# ---- core_mem_bus ----
## src/rtl/core_mem_bus_pkg.sv

```systemverilog
// Shared types and constants for the core memory/I-O subsystem.
package core_mem_bus_pkg;

  // Subsystem mode: LOAD fills the RAM from the host, RUN serves the core.
  typedef enum logic [0:0] {
    LOAD = 1'b0,
    RUN  = 1'b1
  } state_e;

  // What a core address selects.
  typedef enum logic [1:0] {
    TGT_NONE = 2'd0,
    TGT_RAM  = 2'd1,
    TGT_LED  = 2'd2,
    TGT_CNT  = 2'd3
  } target_e;

  localparam logic [7:0] MMIO_PAGE = 8'hFF;
  localparam logic [7:0] LED_OFF   = 8'h00;
  localparam logic [7:0] CNT_OFF   = 8'h01;

  // Page 0x00 is RAM; the MMIO page holds the LED register and the counter.
  function automatic target_e decode_addr(input logic [15:0] addr,
                                          input logic [7:0]  mmio_page);
    target_e tgt;
    tgt = TGT_NONE;
    if (addr[15:8] == 8'h00)
      tgt = TGT_RAM;
    else if (addr[15:8] == mmio_page && addr[7:0] == LED_OFF)
      tgt = TGT_LED;
    else if (addr[15:8] == mmio_page && addr[7:0] == CNT_OFF)
      tgt = TGT_CNT;
    return tgt;
  endfunction

endpackage

```

## src/rtl/core_mem_ram.sv

```systemverilog
// Single-port unified instruction/data RAM with a read-first registered output.
module core_mem_ram
  import core_mem_bus_pkg::*;
#(
  parameter int AW = 8,
  parameter int DW = 16
) (
  input  logic          clk,
  input  logic          we,
  input  logic [AW-1:0] addr,
  input  logic [DW-1:0] wdata,
  output logic [DW-1:0] rdata
);

  logic [DW-1:0] mem [0:(1<<AW)-1];

  // Write and read on the same edge; the read sees the pre-write contents.
  always_ff @(posedge clk) begin
    if (we)
      mem[addr] <= wdata;
    rdata <= mem[addr];
  end

endmodule

```

## src/rtl/core_mem_bus.sv

```systemverilog
// Memory and I/O subsystem for the 16-bit core: unified RAM, LED register,
// cycle counter and a host program-loader port that holds the core.
module core_mem_bus
  import core_mem_bus_pkg::*;
#(
  parameter int         AW        = 8,
  parameter int         DW        = 16,
  parameter logic [7:0] MMIO_PAGE = core_mem_bus_pkg::MMIO_PAGE
) (
  input  logic          clk,
  input  logic          rst,
  input  logic [15:0]   Address,
  input  logic [DW-1:0] WriteData,
  input  logic          WriteEnable,
  output logic [DW-1:0] ReadData,
  output logic          core_hold,
  input  logic          ld_valid,
  output logic          ld_ready,
  input  logic [AW-1:0] ld_addr,
  input  logic [DW-1:0] ld_data,
  input  logic          ld_last,
  input  logic          ld_start,
  output logic [DW-1:0] led
);

  state_e        state;
  logic          run;
  logic          ld_fire;
  target_e       tgt;

  logic          ram_we;
  logic [AW-1:0] ram_addr;
  logic [DW-1:0] ram_wdata;
  logic [DW-1:0] ram_rdata;

  logic [15:0]   cnt;
  logic [DW-1:0] mmio_val;
  logic [DW-1:0] mmio_rdata_p1;
  logic          sel_ram_p1;

  assign run       = (state == RUN);
  assign ld_ready  = ~run;
  assign core_hold = ~run;
  assign ld_fire   = ld_valid & ld_ready;
  assign tgt       = decode_addr(Address, MMIO_PAGE);

  // The single RAM port belongs to the loader in LOAD and to the core in RUN.
  always_comb begin
    ram_we    = 1'b0;
    ram_addr  = ld_addr;
    ram_wdata = ld_data;
    if (run) begin
      ram_we    = WriteEnable & (tgt == TGT_RAM);
      ram_addr  = Address[AW-1:0];
      ram_wdata = WriteData;
    end else begin
      ram_we    = ld_fire;
    end
  end

  core_mem_ram #(
    .AW (AW),
    .DW (DW)
  ) u_ram (
    .clk   (clk),
    .we    (ram_we),
    .addr  (ram_addr),
    .wdata (ram_wdata),
    .rdata (ram_rdata)
  );

  // Mode FSM: last loaded word starts the core, ld_start hands back to the loader.
  always_ff @(posedge clk or posedge rst) begin
    if (rst) begin
      state <= LOAD;
    end else begin
      case (state)
        LOAD:    if (ld_fire && ld_last) state <= RUN;
        RUN:     if (ld_start)           state <= LOAD;
        default: state <= LOAD;
      endcase
    end
  end

  // LED register, written by the core only while running.
  always_ff @(posedge clk or posedge rst) begin
    if (rst)
      led <= '0;
    else if (run && WriteEnable && tgt == TGT_LED)
      led <= WriteData;
  end

  // Cycle counter: parked at zero outside RUN so it restarts on every entry.
  always_ff @(posedge clk or posedge rst) begin
    if (rst)
      cnt <= '0;
    else if (!run)
      cnt <= '0;
    else
      cnt <= cnt + 16'd1;
  end

  // MMIO read value taken before this edge's updates (read-first).
  always_comb begin
    mmio_val = '0;
    case (tgt)
      TGT_LED: mmio_val = led;
      TGT_CNT: mmio_val = DW'(cnt);
      default: mmio_val = '0;
    endcase
  end

  // ---- stage p1: MMIO read registered to line up with the RAM output ----
  always_ff @(posedge clk or posedge rst) begin
    if (rst) begin
      sel_ram_p1    <= 1'b0;
      mmio_rdata_p1 <= '0;
    end else begin
      sel_ram_p1    <= run && (tgt == TGT_RAM);
      mmio_rdata_p1 <= run ? mmio_val : '0;
    end
  end

  assign ReadData = sel_ram_p1 ? ram_rdata : mmio_rdata_p1;

endmodule

```

## config.mk

```make
export PLATFORM = sky130hd
export DESIGN_NAME = core_mem_bus
export DESIGN_NICKNAME = d
export VERILOG_FILES = /design/src/rtl/core_mem_bus_pkg.sv /design/src/rtl/core_mem_ram.sv /design/src/rtl/core_mem_bus.sv
export SDC_FILE = /design/constraint.sdc
export NUM_CORES = 2
export LEC_CHECK = 0
export CAP_MARGIN = 10
export CORE_ASPECT_RATIO = 0.6
export CORE_UTILIZATION = 30
export CTS_CLUSTER_DIAMETER = 200
export CTS_CLUSTER_SIZE = 40
export DETAILED_ROUTE_END_ITERATION = 8
export SYNTH_ARGS = -nofsm -noshare
export SYNTH_HDL_FRONTEND = slang
export SYNTH_SLANG_ARGS = --single-unit
```

## constraint.sdc

```tcl
create_clock -name clk -period 10.4 [get_ports clk]
set_input_delay 2.08 -clock clk [delete_from_list [all_inputs] [get_ports clk]]
set_output_delay 2.08 -clock clk [all_outputs]
set_load 0.03 [all_outputs]
```

**core_mem_bus: M3 wires**

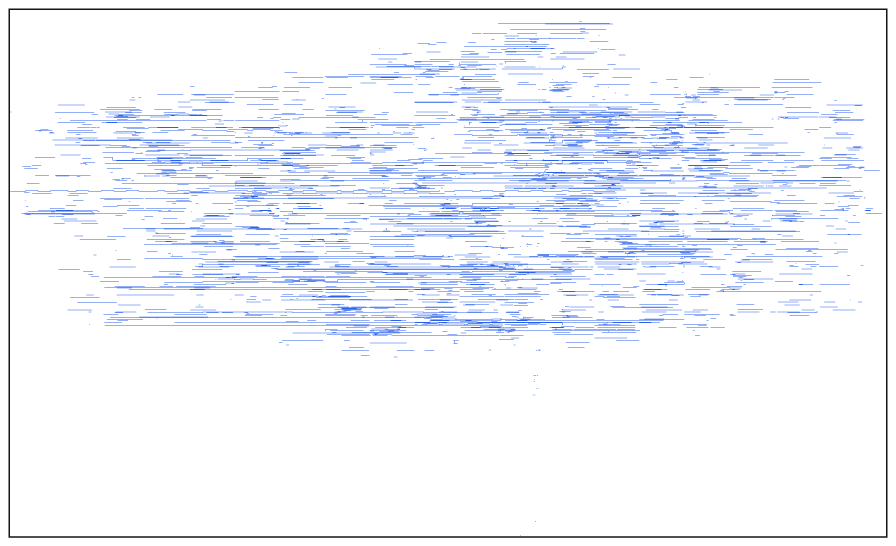
nets with wire on the layer: 1028
longest straight run: 424 um
met3 Usage GRT: 4.89%
WL final: 454000 um
Via Count: 79473

==> qor.yml <==
power:
  peakVddDrop_mv: 0.145
  sequentialPower_mw: 18.8
  clkPwrFrac_pct: 23.8
synth:
  ys_seq_share_pct: 78.4
  common_cells: "4096 x edfxtp_1, 1058 x nand2_1, 1024 x mux4_2"
  yosysUniqueCellTypes: 46
  synth-seq-cells: 4162
  edf_count: 4096
critical_path:
  critPathArrivalTime_ns: 7.34
  reg2regPathDepth: 10
  worst_setup_path_start_kind: "primary input"
  crit_start: "Address[0]"
  regToRegSetupSlack_ns: 4.28
  cp.required_ns: 11.09
detailed_routing:
  m1WireLength_um: 193000
cells_and_area:
  fillers: 48992
  dominant_cells: "flip-flops and latches"
worst_hold_path:
  hp-class: "reg -> reg"
  holdPathEnd: "cnt[0]"
placement:
  dp_hpwl_um: 270000
  place_area_um2: 171000
  gp_congestion: 0.825
run:
  warnings: 69
sta:
  tightest_slew_ns: 1.44
grt:
  grt_max_degree: 161
outcome:
  status: "finished clean"
**core_mem_bus: routing congestion**

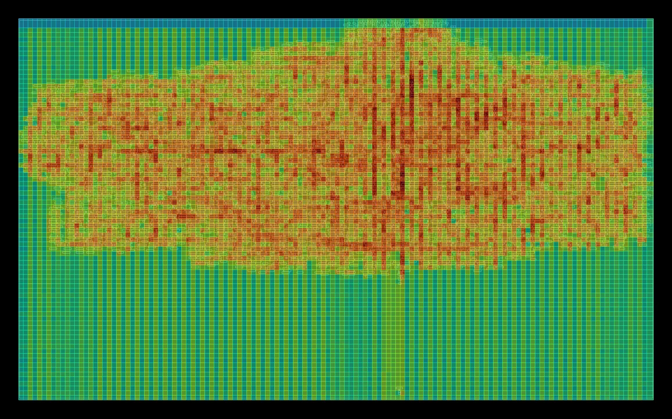
GR Util All Layers: 16.5%
Routed wire per std cell: 30.6 um
met1 usage: 25.0%
met2 usage: 23.6%
fin util: 33.1%

==> state kept, by name, indices dropped and copies added (netlist names) <==
signal         flops
sel_ram_p1         1
mmio_rdata_p1     16
cnt               16
u_ram.mem       4096
led               16
run                1
u_ram.rdata       16
==> cell families after synthesis <==
kind of cell	after synthesis	share of synthesized area, %
adder cells (fa/ha/maj)	1	0.00788
buffers and inverters	442	1.25
AND/OR/NAND/NOR	1411	3.42
AND-OR/OR-AND	357	1.94
flip-flops	4162	78.4
XOR/XNOR	12	0.0662
multiplexers	1075	14.9

# ---- vga_scanout ----
**vga_scanout: gate-type map**

Scale: 4 px per um.
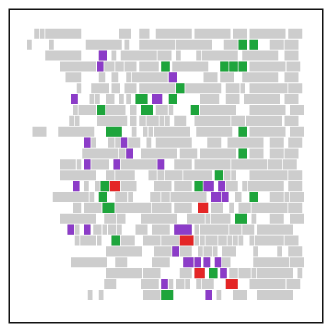
**vga_scanout: drive-strength map**

Scale: 4 px per um.
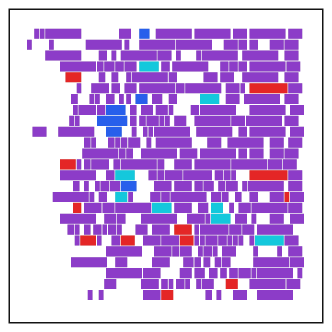
**vga_scanout: routing congestion**

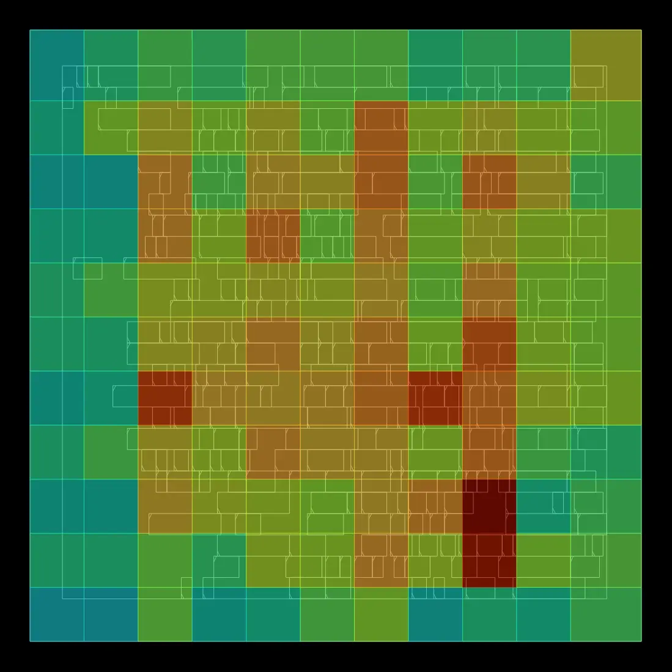
<file path="config.mk">
export PLATFORM = sky130hd
export DESIGN_NAME = vga_scanout
export DESIGN_NICKNAME = d
export VERILOG_FILES = /design/src/rtl/vga_scanout.sv
export SDC_FILE = /design/constraint.sdc
export NUM_CORES = 1
export LEC_CHECK = 0
export CAP_MARGIN = 15
export CORE_MARGIN = 4
export CORE_UTILIZATION = 56
export DETAILED_ROUTE_END_ITERATION = 10
export PLACE_DENSITY = 0.84
export SYNTH_ARGS = -nofsm -noshare
export SYNTH_HDL_FRONTEND = slang
export SYNTH_SLANG_ARGS = --single-unit
export TNS_END_PERCENT = 20
</file>
<file path="constraint.sdc">
create_clock -name clock -period 5.6 [get_ports clock]
set_clock_uncertainty 0.2 [all_clocks]
set_input_delay 1.4 -clock clock [delete_from_list [all_inputs] [get_ports clock]]
set_output_delay 1.4 -clock clock [all_outputs]
set_load 0.05 [all_outputs]
</file>
<file path="src/rtl/vga_scanout.sv">
// vga_scanout: 640x480@60 timing generator that reads RGB332 pixels from frame RAM port B and drives a 4-bit-per-channel VGA DAC
module vga_scanout #(
  parameter int H_ACTIVE    = 640,
  parameter int H_FP        = 16,
  parameter int H_SYNC      = 96,
  parameter int H_BP        = 48,
  parameter int V_ACTIVE    = 480,
  parameter int V_FP        = 10,
  parameter int V_SYNC      = 2,
  parameter int V_BP        = 33,
  parameter int SCALE_SHIFT = 2,
  parameter int ADDR_W      = 15,
  parameter int RAM_LATENCY = 2
) (
  input  logic              clock,
  input  logic              reset,
  output logic [ADDR_W-1:0] ram_address,
  input  logic [7:0]        ram_q,
  output logic              ram_wren,
  output logic [7:0]        ram_data,
  output logic [3:0]        vga_r,
  output logic [3:0]        vga_g,
  output logic [3:0]        vga_b,
  output logic              vga_hs,
  output logic              vga_vs,
  output logic              frame_start
);
  localparam int H_TOTAL = H_ACTIVE + H_FP + H_SYNC + H_BP;
  localparam int V_TOTAL = V_ACTIVE + V_FP + V_SYNC + V_BP;
  localparam int HW = $clog2(H_TOTAL);
  localparam int VW = $clog2(V_TOTAL);
  localparam int DL = RAM_LATENCY;
  localparam logic [HW-1:0] HA = HW'(H_ACTIVE);
  localparam logic [HW-1:0] HS0 = HW'(H_ACTIVE + H_FP);
  localparam logic [HW-1:0] HS1 = HW'(H_ACTIVE + H_FP + H_SYNC);
  localparam logic [HW-1:0] HL = HW'(H_TOTAL - 1);
  localparam logic [VW-1:0] VA = VW'(V_ACTIVE);
  localparam logic [VW-1:0] VS0 = VW'(V_ACTIVE + V_FP);
  localparam logic [VW-1:0] VS1 = VW'(V_ACTIVE + V_FP + V_SYNC);
  localparam logic [VW-1:0] VL = VW'(V_TOTAL - 1);
  logic [HW-1:0] h;
  logic [VW-1:0] v;
  logic run, active, hs_raw, vs_raw, h_end, v_end;
  logic [2:0] dly [DL];
  logic [31:0] addr;
  assign ram_wren = 1'b0;
  assign ram_data = 8'h00;
  // run holds the counters at (0,0) for one clock after reset so frame_start lines up with them
  always_comb begin
    active = run && h < HA && v < VA;
    hs_raw = run && h >= HS0 && h < HS1;
    vs_raw = run && v >= VS0 && v < VS1;
    h_end = h == HL;
    v_end = v == VL;
    addr = 32'(v >> SCALE_SHIFT) * 32'(H_ACTIVE >> SCALE_SHIFT) + 32'(h >> SCALE_SHIFT);
  end
  always_ff @(posedge clock or posedge reset)
    if (reset) begin
      h <= '0;
      v <= '0;
      run <= 1'b0;
      frame_start <= 1'b0;
      ram_address <= '0;
      for (int i = 0; i < DL; i++) dly[i] <= 3'b000;
      vga_r <= 4'h0;
      vga_g <= 4'h0;
      vga_b <= 4'h0;
      vga_hs <= 1'b1;
      vga_vs <= 1'b1;
    end else begin
      run <= 1'b1;
      frame_start <= !run || (h_end && v_end);
      if (run) h <= h_end ? '0 : h + 1'b1;
      if (run && h_end) v <= v_end ? '0 : v + 1'b1;
      ram_address <= active ? ADDR_W'(addr) : '0;
      dly[0] <= {active, hs_raw, vs_raw};
      for (int i = 1; i < DL; i++) dly[i] <= dly[i-1];
      vga_r <= dly[DL-1][2] ? {ram_q[7:5], ram_q[7]} : 4'h0;
      vga_g <= dly[DL-1][2] ? {ram_q[4:2], ram_q[4]} : 4'h0;
      vga_b <= dly[DL-1][2] ? {ram_q[1:0], ram_q[1:0]} : 4'h0;
      vga_hs <= ~dly[DL-1][1];
      vga_vs <= ~dly[DL-1][0];
    end
endmodule

</file>
==> qor.yml <==
outcome:
  status: "finished clean"
critical_path:
  crit_chain: "clkdlybuf4s50_1"
  cp-endpoint: "vga_hs"
  regToRegSetupSlack_ns: 2.62
  critPathArrivalTime_ns: 1.62
  cp.depth: 1
  r2r_start: "v[3]"
  path_buffers: 1
sta:
  finalCritPeriodShare_pct: 57.4
  finalHoldViolCount: 0
  period_needed_ns: 3.22
  finalSetupViolCount: 0
worst_hold_path:
  holdPathEnd: "vga_hs"
synth:
  yosysUniqueCellTypes: 52
  ys_seq_share_pct: 48.4
  synth-cells-yosys: 258
  avgSynthCellArea_um2: 10.6
  yosysTopAreaCellShare_pct: 46.5
placement:
  place_area_um2: 3130
  gp_congestion: 0.774
  place_ws_ns: 2.69
clock_network:
  path_clk_slew_ns: 0.10
  cts_buffers: 5
  cts_tree: "yes"
cells_and_area:
  largest_reg_flops: 15
power:
  top_power_group: "registers"
  peakVddDrop_mv: 0.156
  p_per_area_nw_per_um2: 269
  total_power_mw: 0.873
  p_leak_nw: 1.48
die:
  design.die.area_um2: 6090
detailed_routing:
  via_per_inst: 5.30
  top_layer_used: "met4"
  totalWireLength_um: 4970
  m1WireLength_um: 2100
Notes on 'gate-type map' of vga_scanout above:
[AND-OR and OR-AND gates] red | cells: 5 | where: bottom middle
[inverting AOI/OAI gates] purple | cells: 27
[AND and OR gates] green | cells: 25
Top cell excl fill/tap: dfrtp_1
logic share of the area: 39.4%
Layout Cells excl Fill: 364

Notes on 'drive-strength map' of vga_scanout above:
[_6 and larger] cyan | cells: 8 | share: 2.7%
[_2 cells] red | cells: 12 | share: 4.0%
[_3 and _4 cells] blue | cells: 6 | share: 2.0%
[_0 and _1 cells] purple | cells: 271 | share: 91%
Buffers excl. clock: 40
Area growth syn-to-layout: 18.0%

Notes on 'routing congestion' of vga_scanout above:
most used routing layer: met2
met1 usage: 21.9%
met2 usage: 31.1%
GR Util All Layers: 18.2%
Routed wire per std cell: 13.7 um

[logic make-up after synthesis]
family,after synthesis,share of synthesized area [%]
mux,4,1.59
xor+xnor,17,5.42
buf+inv,30,6.24
other cells,2,0.273
fa+ha+maj,21,10.1
simple gates,99,20.8
compound gates,32,7.15
flops,53,48.4
[layout make-up]
| type | count | share of cell area (%) |
|---|---|---|
| sequential | 53 | 41.0 |
| multi-input combinational | 183 | 39.4 |
| timing repair buffer | 40 | 12.7 |
| tap | 67 | 2.59 |
| clock buffer | 5 | 2.12 |
| inverter | 13 | 1.51 |
| clock inverter | 3 | 0.772 |


==> layout pictures side by side <==
Cells colored by class.
(a)
Scale: 4 px per um. Fill, decap, tap and diode cells in gray.
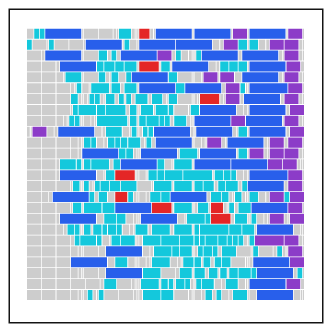
(b)
Fill, decap, tap and diode cells in gray.
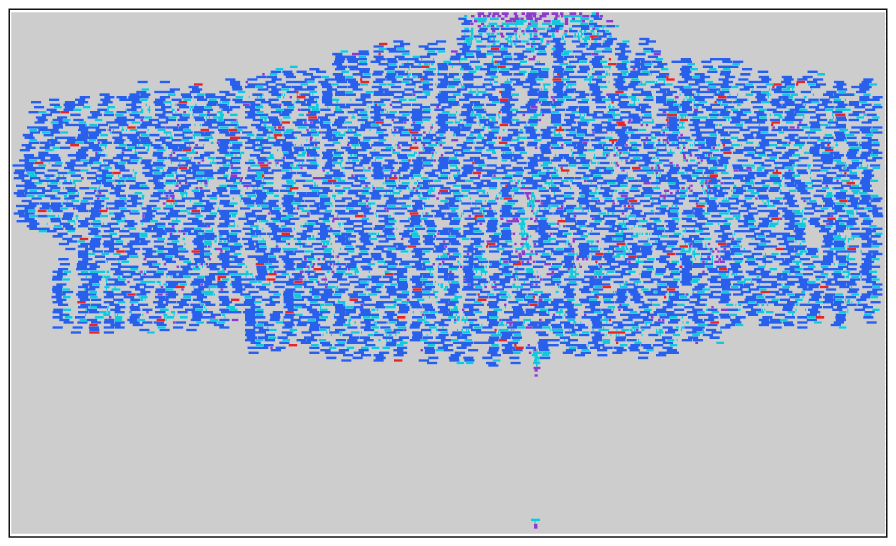
- (b) = core_mem_bus
- (a) = vga_scanout

Key to (a):
[clock drivers and dummy loads] red | cells: 8 | share of their area: 3.0%
[flops] blue | cells: 53 | share of their area: 42%
[combinational and other logic] cyan | cells: 196 | share of their area: 42%
[other buffers and delay cells] purple | cells: 40 | share of their area: 13%

Power and IR drop assume default switching activity.
